==================== count_match_monitor_flat
### Register map, names as in the netlist, count_match_monitor_flat

Scale bar: 20 µm.
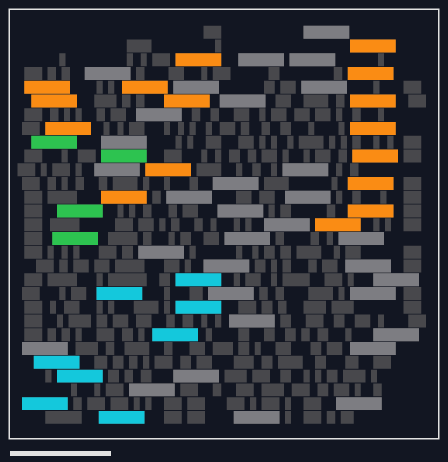

$ cat src/rtl/count_match_monitor_if.sv
// Bus bundle between the count source / host and count_match_monitor:
// sample and control inputs plus the result and statistics outputs.
interface count_match_monitor_if #(
   parameter int CW = 4,
   parameter int TW = 16
) ();
   logic          start;
   logic          clr;
   logic          cnt_vld;
   logic [CW-1:0] cnt;
   logic [CW-1:0] exp_val;
   logic          hit;
   logic          miss;
   logic [7:0]    hit_cnt;
   logic [7:0]    miss_cnt;
   logic [TW-1:0] first_miss_time;
   logic [CW-1:0] first_miss_val;
   logic          miss_seen;
   logic          fault;
   logic [1:0]    state;

   modport master (
      output start, clr, cnt_vld, cnt, exp_val,
      input  hit, miss, hit_cnt, miss_cnt, first_miss_time, first_miss_val,
             miss_seen, fault, state
   );

   modport slave (
      input  start, clr, cnt_vld, cnt, exp_val,
      output hit, miss, hit_cnt, miss_cnt, first_miss_time, first_miss_val,
             miss_seen, fault, state
   );
endinterface

$ cat src/rtl/count_match_monitor.sv
// Checker for a free-running counter: after an arm/skip phase, compares each
// valid sample against a run-time expected value, keeps saturating hit/miss
// statistics, timestamps the first miss and latches a sticky fault once the
// miss count reaches ERR_LIMIT.
module count_match_monitor #(
   parameter int CW        = 4,
   parameter int TW        = 16,
   parameter int SKIP      = 2,
   parameter int ERR_LIMIT = 3
) (
   input logic                  clk,
   input logic                  RST,
   count_match_monitor_if.slave bus
);

   typedef enum logic [1:0] {
      IDLE  = 2'd0,
      ARMED = 2'd1,
      CHECK = 2'd2,
      FAULT = 2'd3
   } state_e;

   localparam int              SW       = (SKIP > 1) ? $clog2(SKIP + 1) : 1;
   localparam logic [SW-1:0]   SKIP_LD  = SW'(SKIP);
   localparam logic [7:0]      CNT_MAX  = 8'hFF;
   localparam logic [7:0]      LIMIT    = 8'(ERR_LIMIT);

   state_e         state_q, state_d;
   logic [SW-1:0]  skip_q, skip_d;
   logic [TW-1:0]  timer_q, timer_d;
   logic           hit_q, hit_d;
   logic           miss_q, miss_d;
   logic [7:0]     hit_cnt_q, hit_cnt_d;
   logic [7:0]     miss_cnt_q, miss_cnt_d;
   logic [TW-1:0]  first_miss_time_q, first_miss_time_d;
   logic [CW-1:0]  first_miss_val_q, first_miss_val_d;
   logic           miss_seen_q, miss_seen_d;
   logic           fault_q, fault_d;
   logic [7:0]     hit_cnt_inc, miss_cnt_inc;

   // Next-state and next-statistics logic; clr overrides everything else.
   always_comb begin
      // NOTE: every _d signal gets a default before any branch, so no path
      // leaves one unassigned and no latch is inferred.
      state_d           = state_q;
      skip_d            = skip_q;
      timer_d           = timer_q + TW'(1);
      hit_d             = 1'b0;
      miss_d            = 1'b0;
      hit_cnt_d         = hit_cnt_q;
      miss_cnt_d        = miss_cnt_q;
      first_miss_time_d = first_miss_time_q;
      first_miss_val_d  = first_miss_val_q;
      miss_seen_d       = miss_seen_q;
      fault_d           = fault_q;
      hit_cnt_inc       = (hit_cnt_q  == CNT_MAX) ? hit_cnt_q  : hit_cnt_q  + 8'd1;
      miss_cnt_inc      = (miss_cnt_q == CNT_MAX) ? miss_cnt_q : miss_cnt_q + 8'd1;

      if (bus.clr) begin
         // The timer keeps running; only the monitor's own state is cleared.
         state_d           = IDLE;
         skip_d            = '0;
         hit_cnt_d         = '0;
         miss_cnt_d        = '0;
         first_miss_time_d = '0;
         first_miss_val_d  = '0;
         miss_seen_d       = 1'b0;
         fault_d           = 1'b0;
      end else begin
         case (state_q)
            IDLE: begin
               if (bus.start) begin
                  if (SKIP == 0) begin
                     state_d = CHECK;
                  end else begin
                     state_d = ARMED;
                     skip_d  = SKIP_LD;
                  end
               end
            end
            ARMED: begin
               // The sample that empties the skip counter is itself discarded.
               if (bus.cnt_vld) begin
                  skip_d = skip_q - SW'(1);
                  if (skip_q == SW'(1)) state_d = CHECK;
               end
            end
            CHECK: begin
               if (bus.cnt_vld) begin
                  if (bus.cnt == bus.exp_val) begin
                     hit_d     = 1'b1;
                     hit_cnt_d = hit_cnt_inc;
                  end else begin
                     miss_d     = 1'b1;
                     miss_cnt_d = miss_cnt_inc;
                     if (!miss_seen_q) begin
                        first_miss_time_d = timer_q;
                        first_miss_val_d  = bus.cnt;
                        miss_seen_d       = 1'b1;
                     end
                     if (miss_cnt_inc == LIMIT) begin
                        fault_d = 1'b1;
                        state_d = FAULT;
                     end
                  end
               end
            end
            FAULT:   ; // frozen until clr or reset
            default: state_d = IDLE;
         endcase
      end
   end

   // State, timer and statistics registers with asynchronous reset.
   always_ff @(posedge clk or negedge RST) begin
      // NOTE: non-blocking assignments here so every register samples the
      // pre-edge value of every other register, independent of statement order.
      if (!RST) begin
         state_q           <= IDLE;
         skip_q            <= '0;
         timer_q           <= '0;
         hit_q             <= 1'b0;
         miss_q            <= 1'b0;
         hit_cnt_q         <= '0;
         miss_cnt_q        <= '0;
         first_miss_time_q <= '0;
         first_miss_val_q  <= '0;
         miss_seen_q       <= 1'b0;
         fault_q           <= 1'b0;
      end else begin
         state_q           <= state_d;
         skip_q            <= skip_d;
         timer_q           <= timer_d;
         hit_q             <= hit_d;
         miss_q            <= miss_d;
         hit_cnt_q         <= hit_cnt_d;
         miss_cnt_q        <= miss_cnt_d;
         first_miss_time_q <= first_miss_time_d;
         first_miss_val_q  <= first_miss_val_d;
         miss_seen_q       <= miss_seen_d;
         fault_q           <= fault_d;
      end
   end

   assign bus.hit             = hit_q;
   assign bus.miss            = miss_q;
   assign bus.hit_cnt         = hit_cnt_q;
   assign bus.miss_cnt        = miss_cnt_q;
   assign bus.first_miss_time = first_miss_time_q;
   assign bus.first_miss_val  = first_miss_val_q;
   assign bus.miss_seen       = miss_seen_q;
   assign bus.fault           = fault_q;
   assign bus.state           = state_q;

endmodule

$ cat src/flat_wrapper.sv
// flat-port wrapper written by rule: the top's interface ports become plain ports
module count_match_monitor_flat 
#(
   parameter int CW        = 4,
   parameter int TW        = 16,
   parameter int SKIP      = 2,
   parameter int ERR_LIMIT = 3
)
  (clk, RST, bus_start, bus_clr, bus_cnt_vld, bus_cnt, bus_exp_val, bus_hit, bus_miss, bus_hit_cnt, bus_miss_cnt, bus_first_miss_time, bus_first_miss_val, bus_miss_seen, bus_fault, bus_state);
  count_match_monitor_if #(.CW(CW), .TW(TW)) bus_i ();
  input logic clk;
  input logic RST;
  input wire logic [$bits(bus_i.start)-1:0] bus_start;
  input wire logic [$bits(bus_i.clr)-1:0] bus_clr;
  input wire logic [$bits(bus_i.cnt_vld)-1:0] bus_cnt_vld;
  input wire logic [$bits(bus_i.cnt)-1:0] bus_cnt;
  input wire logic [$bits(bus_i.exp_val)-1:0] bus_exp_val;
  output wire logic [$bits(bus_i.hit)-1:0] bus_hit;
  output wire logic [$bits(bus_i.miss)-1:0] bus_miss;
  output wire logic [$bits(bus_i.hit_cnt)-1:0] bus_hit_cnt;
  output wire logic [$bits(bus_i.miss_cnt)-1:0] bus_miss_cnt;
  output wire logic [$bits(bus_i.first_miss_time)-1:0] bus_first_miss_time;
  output wire logic [$bits(bus_i.first_miss_val)-1:0] bus_first_miss_val;
  output wire logic [$bits(bus_i.miss_seen)-1:0] bus_miss_seen;
  output wire logic [$bits(bus_i.fault)-1:0] bus_fault;
  output wire logic [$bits(bus_i.state)-1:0] bus_state;
  assign bus_i.start = bus_start;
  assign bus_i.clr = bus_clr;
  assign bus_i.cnt_vld = bus_cnt_vld;
  assign bus_i.cnt = bus_cnt;
  assign bus_i.exp_val = bus_exp_val;
  assign bus_hit = bus_i.hit;
  assign bus_miss = bus_i.miss;
  assign bus_hit_cnt = bus_i.hit_cnt;
  assign bus_miss_cnt = bus_i.miss_cnt;
  assign bus_first_miss_time = bus_i.first_miss_time;
  assign bus_first_miss_val = bus_i.first_miss_val;
  assign bus_miss_seen = bus_i.miss_seen;
  assign bus_fault = bus_i.fault;
  assign bus_state = bus_i.state;
  count_match_monitor #(.CW(CW), .TW(TW), .SKIP(SKIP), .ERR_LIMIT(ERR_LIMIT)) u_core (.clk(clk), .RST(RST), .bus(bus_i));
endmodule
$ cat config.mk
export PLATFORM = sky130hd
export DESIGN_NAME = count_match_monitor_flat
export DESIGN_NICKNAME = d
export VERILOG_FILES = /design/src/rtl/count_match_monitor_if.sv /design/src/rtl/count_match_monitor.sv /design/src/flat_wrapper.sv
export SDC_FILE = /design/constraint.sdc
export NUM_CORES = 1
export LEC_CHECK = 0
export CAP_MARGIN = 10
export CELL_PAD_IN_SITES_DETAIL_PLACEMENT = 1
export CELL_PAD_IN_SITES_GLOBAL_PLACEMENT = 1
export CORE_UTILIZATION = 43
export DETAILED_ROUTE_END_ITERATION = 10
export GPL_ROUTABILITY_DRIVEN = 0
export GPL_TIMING_DRIVEN = 0
export MAX_ROUTING_LAYER = met4
export PLACE_DENSITY = 0.95
export SLEW_MARGIN = 5
export SYNTH_ARGS = -nofsm -noshare
export SYNTH_HDL_FRONTEND = slang
export SYNTH_SLANG_ARGS = --single-unit
$ cat constraint.sdc
create_clock -name clk -period 5.46 [get_ports clk]
set_clock_uncertainty 0.2 [all_clocks]
set_input_delay 0.819 -clock clk [delete_from_list [all_inputs] [get_ports clk]]
set_output_delay 0.819 -clock clk [all_outputs]
set_load 0.1 [all_outputs]
==================== mac_stream_ctrl
File: config.mk
export PLATFORM = sky130hd
export DESIGN_NAME = mac_stream_ctrl
export DESIGN_NICKNAME = d
export VERILOG_FILES = /design/src/rtl/mac_stream_ctrl.sv
export SDC_FILE = /design/constraint.sdc
export NUM_CORES = 1
export LEC_CHECK = 0
export CAP_MARGIN = 20
export CORE_AREA = 2 2 143 145
export CTS_CLUSTER_DIAMETER = 120
export CTS_CLUSTER_SIZE = 30
export DETAILED_ROUTE_END_ITERATION = 10
export DIE_AREA = 0 0 145 147
export GPL_ROUTABILITY_DRIVEN = 0
export PLACE_DENSITY = 0.75
export SYNTH_ARGS = -nofsm -noshare
export SYNTH_HDL_FRONTEND = slang
export SYNTH_SLANG_ARGS = --single-unit
File: constraint.sdc
create_clock -name clk -period 5.7 [get_ports clk]
set_clock_uncertainty 0.15 [all_clocks]
set_input_delay 0.57 -clock clk [delete_from_list [all_inputs] [get_ports clk]]
set_output_delay 0.57 -clock clk [all_outputs]
set_load 0.05 [all_outputs]
File: src/rtl/mac_stream_ctrl.sv
// Streams operand chunks from two SRAM read ports into core_mac and folds the
// returned partial sums into a signed saturating accumulator per command.
module mac_stream_ctrl #(
  parameter int MAC_NUM       = 8,
  parameter int IDATA_BIT     = 8,
  parameter int MAC_ODATA_BIT = 19,
  parameter int ACC_BIT       = 32,
  parameter int ADDR_BIT      = 10,
  parameter int LEN_BIT       = 10
) (
  input  logic                         clk,
  input  logic                         rstn,
  input  logic                         cmd_valid,
  output logic                         cmd_ready,
  input  logic [ADDR_BIT-1:0]          cmd_addr_a,
  input  logic [ADDR_BIT-1:0]          cmd_addr_b,
  input  logic [LEN_BIT-1:0]           cmd_len,
  output logic                         mem_a_ren,
  output logic                         mem_b_ren,
  output logic [ADDR_BIT-1:0]          mem_a_addr,
  output logic [ADDR_BIT-1:0]          mem_b_addr,
  input  logic [IDATA_BIT*MAC_NUM-1:0] mem_a_rdata,
  input  logic [IDATA_BIT*MAC_NUM-1:0] mem_b_rdata,
  output logic [IDATA_BIT*MAC_NUM-1:0] mac_idataA,
  output logic [IDATA_BIT*MAC_NUM-1:0] mac_idataB,
  output logic                         mac_idata_valid,
  input  logic [MAC_ODATA_BIT-1:0]     mac_odata,
  input  logic                         mac_odata_valid,
  output logic                         res_valid,
  input  logic                         res_ready,
  output logic [ACC_BIT-1:0]           res_data,
  output logic                         res_sat
);

  typedef enum logic [1:0] {S_IDLE, S_ISSUE, S_DRAIN, S_DONE} state_e;

  localparam logic [ACC_BIT-1:0] ACC_MAX = {1'b0, {(ACC_BIT-1){1'b1}}};
  localparam logic [ACC_BIT-1:0] ACC_MIN = {1'b1, {(ACC_BIT-1){1'b0}}};

  state_e               state_q, state_d;
  logic [ADDR_BIT-1:0]  addr_a_q, addr_a_d;
  logic [ADDR_BIT-1:0]  addr_b_q, addr_b_d;
  logic [LEN_BIT-1:0]   len_q, len_d;
  logic [LEN_BIT-1:0]   issue_cnt_q, issue_cnt_d;
  logic [LEN_BIT-1:0]   ret_cnt_q, ret_cnt_d;
  logic [ACC_BIT-1:0]   acc_q, acc_d;
  logic                 sat_q, sat_d;
  logic                 ren_q, ren_d;
  logic                 idata_valid_q, idata_valid_d;
  logic                 cmd_ready_q, cmd_ready_d;
  logic                 res_valid_q, res_valid_d;

  // One extra bit of headroom: a disagreement between the top two bits of the
  // widened sum means the true result left the ACC_BIT signed range.
  logic [ACC_BIT:0]     sum;
  logic                 sum_ovf;
  logic [ACC_BIT-1:0]   sum_clamped;
  logic                 take_ret;

  always_comb begin
    sum         = {acc_q[ACC_BIT-1], acc_q}
                + {{(ACC_BIT+1-MAC_ODATA_BIT){mac_odata[MAC_ODATA_BIT-1]}}, mac_odata};
    sum_ovf     = sum[ACC_BIT] != sum[ACC_BIT-1];
    sum_clamped = sum_ovf ? (sum[ACC_BIT] ? ACC_MIN : ACC_MAX) : sum[ACC_BIT-1:0];
    take_ret    = mac_odata_valid && (state_q == S_ISSUE || state_q == S_DRAIN);
  end

  always_comb begin
    // NOTE: every _d starts from its _q so no path through the case leaves a
    // signal unassigned, which would otherwise infer a latch.
    state_d       = state_q;
    addr_a_d      = addr_a_q;
    addr_b_d      = addr_b_q;
    len_d         = len_q;
    issue_cnt_d   = issue_cnt_q;
    ret_cnt_d     = ret_cnt_q;
    acc_d         = acc_q;
    sat_d         = sat_q;
    ren_d         = ren_q;
    idata_valid_d = ren_q;

    unique case (state_q)
      S_IDLE: begin
        if (cmd_valid) begin
          addr_a_d    = cmd_addr_a;
          addr_b_d    = cmd_addr_b;
          len_d       = cmd_len;
          acc_d       = '0;
          issue_cnt_d = '0;
          ret_cnt_d   = '0;
          sat_d       = 1'b0;
          if (cmd_len == '0) begin
            state_d = S_DONE;
          end else begin
            state_d = S_ISSUE;
            ren_d   = 1'b1;
          end
        end
      end
      S_ISSUE: begin
        issue_cnt_d = issue_cnt_q + LEN_BIT'(1);
        if (issue_cnt_q == len_q - LEN_BIT'(1)) begin
          state_d = S_DRAIN;
          ren_d   = 1'b0;
        end else begin
          addr_a_d = addr_a_q + ADDR_BIT'(1);
          addr_b_d = addr_b_q + ADDR_BIT'(1);
        end
      end
      S_DRAIN: ;
      S_DONE: begin
        if (res_ready) state_d = S_IDLE;
      end
      default: state_d = S_IDLE;
    endcase

    // The final return and the DONE transition share an edge, so res_data is
    // already the finished sum on the first res_valid cycle.
    if (take_ret) begin
      acc_d     = sum_clamped;
      sat_d     = sat_q | sum_ovf;
      ret_cnt_d = ret_cnt_q + LEN_BIT'(1);
      if (ret_cnt_q == len_q - LEN_BIT'(1)) begin
        state_d = S_DONE;
        ren_d   = 1'b0;
      end
    end

    cmd_ready_d = (state_d == S_IDLE);
    res_valid_d = (state_d == S_DONE);
  end

  // NOTE: state is updated with non-blocking assignments so every flop samples
  // the pre-edge values regardless of statement order.
  always_ff @(posedge clk or negedge rstn) begin
    if (!rstn) begin
      state_q       <= S_IDLE;
      addr_a_q      <= '0;
      addr_b_q      <= '0;
      len_q         <= '0;
      issue_cnt_q   <= '0;
      ret_cnt_q     <= '0;
      acc_q         <= '0;
      sat_q         <= 1'b0;
      ren_q         <= 1'b0;
      idata_valid_q <= 1'b0;
      cmd_ready_q   <= 1'b1;
      res_valid_q   <= 1'b0;
    end else begin
      state_q       <= state_d;
      addr_a_q      <= addr_a_d;
      addr_b_q      <= addr_b_d;
      len_q         <= len_d;
      issue_cnt_q   <= issue_cnt_d;
      ret_cnt_q     <= ret_cnt_d;
      acc_q         <= acc_d;
      sat_q         <= sat_d;
      ren_q         <= ren_d;
      idata_valid_q <= idata_valid_d;
      cmd_ready_q   <= cmd_ready_d;
      res_valid_q   <= res_valid_d;
    end
  end

  assign cmd_ready       = cmd_ready_q;
  assign mem_a_ren       = ren_q;
  assign mem_b_ren       = ren_q;
  assign mem_a_addr      = addr_a_q;
  assign mem_b_addr      = addr_b_q;
  assign mac_idataA      = mem_a_rdata;
  assign mac_idataB      = mem_b_rdata;
  assign mac_idata_valid = idata_valid_q;
  assign res_valid       = res_valid_q;
  assign res_data        = acc_q;
  assign res_sat         = sat_q;

endmodule

==================== btn_debounce
--- config.mk ---
export PLATFORM = sky130hd
export DESIGN_NAME = btn_debounce
export DESIGN_NICKNAME = d
export VERILOG_FILES = /design/src/rtl/btn_debounce.sv
export SDC_FILE = /design/constraint.sdc
export NUM_CORES = 1
export LEC_CHECK = 0
export ABC_AREA = 1
export CORE_ASPECT_RATIO = 0.75
export CORE_MARGIN = 2
export CORE_UTILIZATION = 67
export CTS_BUF_LIST = sky130_fd_sc_hd__clkbuf_16
export DETAILED_ROUTE_END_ITERATION = 10
export GPL_ROUTABILITY_DRIVEN = 0
export GPL_TIMING_DRIVEN = 1
export PLACE_DENSITY = 0.86
export SLEW_MARGIN = 20
export SYNTH_ARGS = -nofsm -noshare
export SYNTH_HDL_FRONTEND = slang
export SYNTH_SLANG_ARGS = --single-unit
--- constraint.sdc ---
create_clock -name clock -period 5.16 [get_ports clock]
set_input_delay 1.548 -clock clock [delete_from_list [all_inputs] [get_ports clock]]
set_output_delay 1.548 -clock clock [all_outputs]
set_load 0.03 [all_outputs]
--- src/rtl/btn_debounce.sv ---
// Per-button 2-flop synchronizer, stability-count debouncer and press/release pulse generator.
// Each channel runs its own FSM; a new level is accepted after N_STABLE consecutive agreeing samples.
module btn_debounce #(
  parameter int NB_BTN   = 4,
  parameter int N_STABLE = 1000000,
  parameter int NB_CNT   = $clog2(N_STABLE + 1)
) (
  input  logic              clock,
  input  logic              ck_rst,
  input  logic [NB_BTN-1:0] i_btn_raw,
  output logic [NB_BTN-1:0] o_btn,
  output logic [NB_BTN-1:0] o_btn_press,
  output logic [NB_BTN-1:0] o_btn_release
);

  typedef enum logic [1:0] {
    RELEASED    = 2'd0,
    PRESS_CHK   = 2'd1,
    PRESSED     = 2'd2,
    RELEASE_CHK = 2'd3
  } state_t;

  localparam logic [NB_CNT-1:0] CNT_LAST = NB_CNT'(N_STABLE - 1);
  localparam logic [NB_CNT-1:0] CNT_ONE  = NB_CNT'(1);

  logic [NB_BTN-1:0] sync_p0;
  logic [NB_BTN-1:0] sync_p1;
  state_t            state [NB_BTN];
  logic [NB_CNT-1:0] cnt   [NB_BTN];

  // Stage p0/p1: metastability synchronizer; only sync_p1 feeds the FSMs
  always_ff @(posedge clock) begin
    if (ck_rst) begin
      sync_p0 <= '0;
      sync_p1 <= '0;
    end else begin
      sync_p0 <= i_btn_raw;
      sync_p1 <= sync_p0;
    end
  end

  // Stage p2: per-channel debounce FSM; cnt tracks consecutive disagreeing samples
  always_ff @(posedge clock) begin
    for (int i = 0; i < NB_BTN; i++) begin
      if (ck_rst) begin
        state[i]         <= RELEASED;
        cnt[i]           <= '0;
        o_btn[i]         <= 1'b0;
        o_btn_press[i]   <= 1'b0;
        o_btn_release[i] <= 1'b0;
      end else begin
        o_btn_press[i]   <= 1'b0;
        o_btn_release[i] <= 1'b0;
        case (state[i])
          RELEASED: begin
            if (sync_p1[i]) begin
              state[i] <= PRESS_CHK;
              cnt[i]   <= CNT_ONE;
            end
          end
          PRESS_CHK: begin
            if (!sync_p1[i]) begin
              state[i] <= RELEASED;
              cnt[i]   <= '0;
            end else if (cnt[i] == CNT_LAST) begin
              state[i]       <= PRESSED;
              cnt[i]         <= '0;
              o_btn[i]       <= 1'b1;
              o_btn_press[i] <= 1'b1;
            end else begin
              cnt[i] <= cnt[i] + CNT_ONE;
            end
          end
          PRESSED: begin
            if (!sync_p1[i]) begin
              state[i] <= RELEASE_CHK;
              cnt[i]   <= CNT_ONE;
            end
          end
          RELEASE_CHK: begin
            if (sync_p1[i]) begin
              state[i] <= PRESSED;
              cnt[i]   <= '0;
            end else if (cnt[i] == CNT_LAST) begin
              state[i]         <= RELEASED;
              cnt[i]           <= '0;
              o_btn[i]         <= 1'b0;
              o_btn_release[i] <= 1'b1;
            end else begin
              cnt[i] <= cnt[i] + CNT_ONE;
            end
          end
          default: begin
            state[i] <= RELEASED;
            cnt[i]   <= '0;
            o_btn[i] <= 1'b0;
          end
        endcase
      end
    end
  end

endmodule

## Gallery

Routing congestion map.
image #1
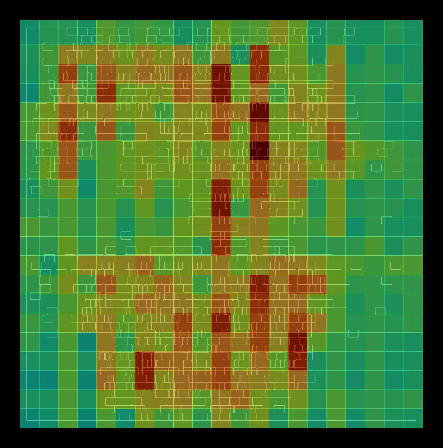
image #2
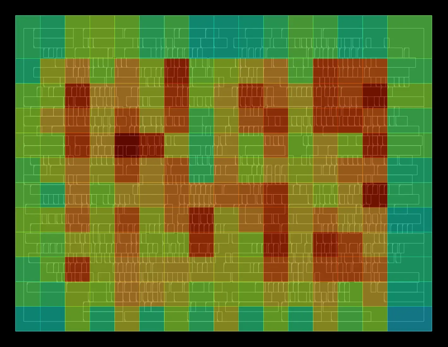
image #3
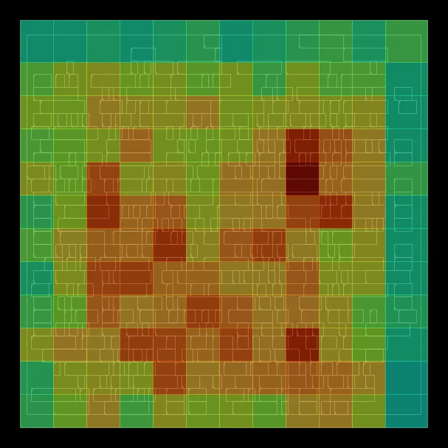
For btn_debounce, see image #2.
For count_match_monitor_flat, see image #3.
For mac_stream_ctrl, see image #1.
- lowest utilization: image #1

### Nets reached from selected ports, count_match_monitor_flat

Scale bar: 20 µm.
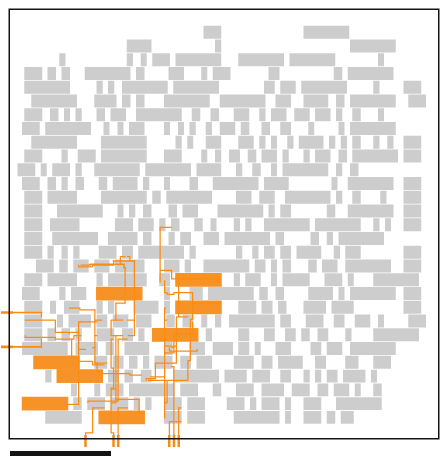
colour	port	bits	direction	edge	end cells	buffers	wire
orange	`bus_miss_cnt`	8	output	6 bottom, 2 left	8	8	426 µm

About 'Register map, names as in the netlist' of count_match_monitor_flat:
colour	netlist name	flops
cyan	`u_core.bus.miss_cnt`	8
green	`u_core.bus.first_miss_val`	4
orange	`u_core.bus.first_miss_time`	16
not coloured	32

==> results.sh, count_match_monitor_flat <==
# flow metrics
export IMPL_nNonClkBuffers=67
export IMPL_edf_count=0
export IMPL_io_buffers=54
export IMPL_drive_gt1_share_pct=9.46
export IMPL_yosys_warnings=0
export IMPL_timing_final_ws_setup_ns=2.44
export IMPL_fill_cells=737
export IMPL_compound_area_share_pct=9.63
export IMPL_max_stage_delay_ns=1.19
export IMPL_die_y_um=84.6
export IMPL_most_common_cell="dfrtp_1"
export IMPL_logic_family="simple AND/OR/NAND/NOR gates"
export IMPL_cp_top_family="buffers and inverters"
export IMPL_cp_max_fo=7
export IMPL_logic_area_um2=1350
export IMPL_cp_end_kind="primary output"
export IMPL_status="finished clean"
[count_match_monitor_flat: worst min path at each step]
stage | from | cells after the start | slack, ns | to
5_1_grt | RST | 1 | 0.30 | u_core.bus.first_miss_time[2]
4_1_cts | RST | 1 | 0.26 | u_core.timer_q[15]
2_1_floorplan | u_core.timer_q[15] | 1 | 0.24 | u_core.timer_q[15]
6_report | RST | 1 | 0.26 | u_core.bus.miss_cnt[1]
3_3_place_gp | u_core.timer_q[15] | 1 | 0.26 | u_core.timer_q[15]
3_5_place_dp | u_core.timer_q[15] | 1 | 0.26 | u_core.timer_q[15]
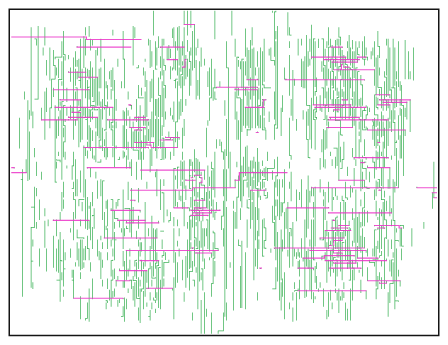
*Metal layers overlaid, btn_debounce*
Only two layers are drawn.
colour	layer	wire length
green	metal 2	6,170 µm
magenta	metal 3	841 µm

==> results.sh, btn_debounce <==
# flow metrics
export IMPL_status="finished clean"
export IMPL_internal_power_uw=1570
export IMPL_post_route_period_util_pct=78.9
export IMPL_tritoncts="yes"
export IMPL_ys_types=35
export IMPL_critical_path_most_common_cell="nand2_1"
export IMPL_maxCapViolations=0
export IMPL_common_cells="nor2_1 (214), nand2_1 (210), inv_1 (104)"
export IMPL_whs_path_depth=2
export IMPL_seq_power_share_pct=55.8
export IMPL_logic_gates=603
export IMPL_most_common_cell="nor2_1"
export IMPL_grt_max_degree=22
export IMPL_edf_count=88
export IMPL_io_pins=18
export IMPL_final_max_slew_viol_count=0
export IMPL_topCellsByArea="edfxtp_1 (42%), nor2_1 (13%), nand2_1 (13%), dfxtp_1 (6.4%), inv_1 (6.2%)"
export IMPL_ff_count=108
export IMPL_ff2ff_path_depth=6
export IMPL_seq_power_uw=1290
export IMPL_syn_area_um2=6290
export IMPL_maxPowerGroup="registers"
export IMPL_max_slew_margin_rel_pct=35.9
export IMPL_nNetsFinal=857
export IMPL_worst_pin_slew_ns=0.959
export IMPL_required_ns=5.00
export IMPL_synthArstFlopShare_pct=0
export IMPL_drt_first_pass_iters=6
export IMPL_die_w_um=116
export IMPL_cp_end_kind="flop"
==> btn_debounce: layer usage <==
layer | up-vias | track usage [%]
li1 | 2680 | -
met1 | 2499 | 36.0
met2 | 219 | 44.2
met3 | 28 | 5.40
met4 | 0 | 10.3
met5 | - | 0
==> btn_debounce: state kept, by name, summed over array words and instances, names as in the netlist <==
| register | flops |
|---|---|
| o_btn | 4 |
| o_btn_press | 4 |
| o_btn_release | 4 |
| sync_p0 | 4 |
| sync_p1 | 4 |
| state | 8 |
| cnt | 80 |
### Metal layers overlaid, mac_stream_ctrl

Only two layers are drawn.
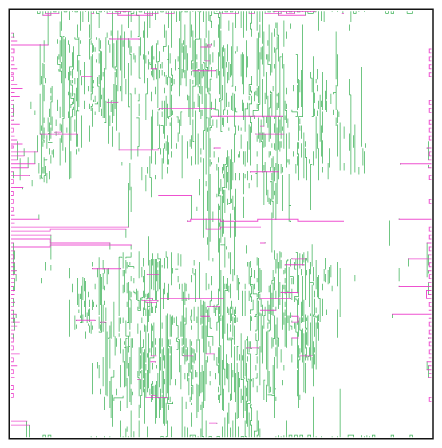
colour	layer	wire length
green	metal 2	8,120 µm
magenta	metal 3	910 µm

==> results.sh, mac_stream_ctrl <==
# flow metrics
export IMPL_topCellsByArea="dfrtp_1 (30%), buf_4 (13%), ha_1 (7.0%), o21ai_0 (4.5%), nand2_1 (4.2%)"
export IMPL_ys_sh_adder_pct=7.24
export IMPL_status="finished clean"
export IMPL_core_area_um2=19800
export IMPL_r2r_start="res_data[2]"
export IMPL_most_common_cell="buf_4"
export IMPL_startpoint_type="input pin"
export IMPL_logic_area_um2=3930
export IMPL_nNetsFinal=1071
export IMPL_core_rowCount=52
export IMPL_whs_ns=0.321
export IMPL_clock_latency_ns=0.35
export IMPL_edf_count=0
export IMPL_finalNonFillerCells=1122
export IMPL_sw_frac_of_total_pct=47.9
export IMPL_seq_power_uw=899
export IMPL_drcViolationCount=0
export IMPL_required_ns=5.77
export IMPL_wl_per_cell_um=15.9
[mac_stream_ctrl: worst max-delay path, stage by stage]
cell and delay (ns):
clkdlybuf4s50_1 0.89, ha_1 0.39, a21oi_1 0.19, o211ai_1 0.11, a22o_1 0.24, a21o_1 0.22, a211oi_1 0.43, o311ai_0 0.23
nand2b_1 0.20, o211ai_1 0.24, buf_4 0.36, o21ai_0 0.15
[mac_stream_ctrl: layer usage]
layer | wire [µm] | track usage (%)
met5 | 0 | 0
met4 | 533 | 8.22
met3 | 910 | 3.48
met2 | 8120 | 25.8
met1 | 8230 | 22.3


==> gallery <==
Signal wires on met1.
Plate I
Scale bar: 20 µm. Supply wires on this layer in grey. Cells faint in the background.
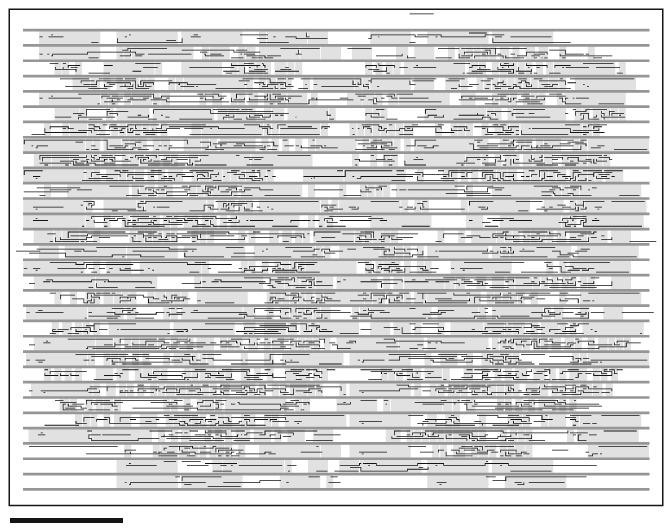
Plate II
Scale bar: 50 µm. Supply wires on this layer in grey. Cells faint in the background.
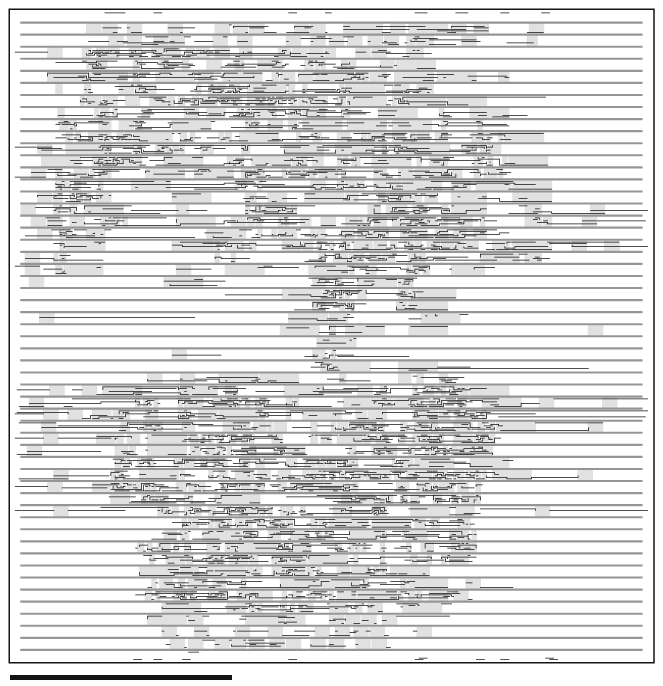
Plate III
Scale bar: 20 µm. Supply wires on this layer in grey. Cells faint in the background.
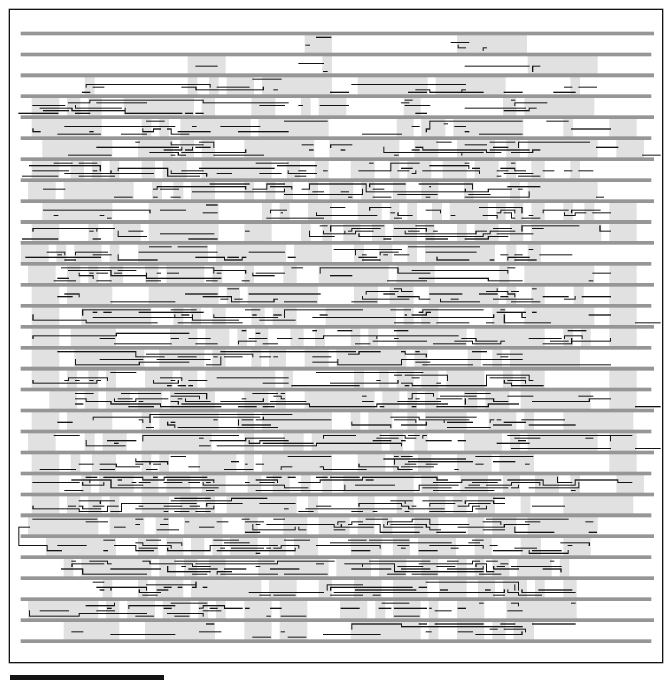
- btn_debounce = Plate I
- count_match_monitor_flat = Plate III
- mac_stream_ctrl = Plate II

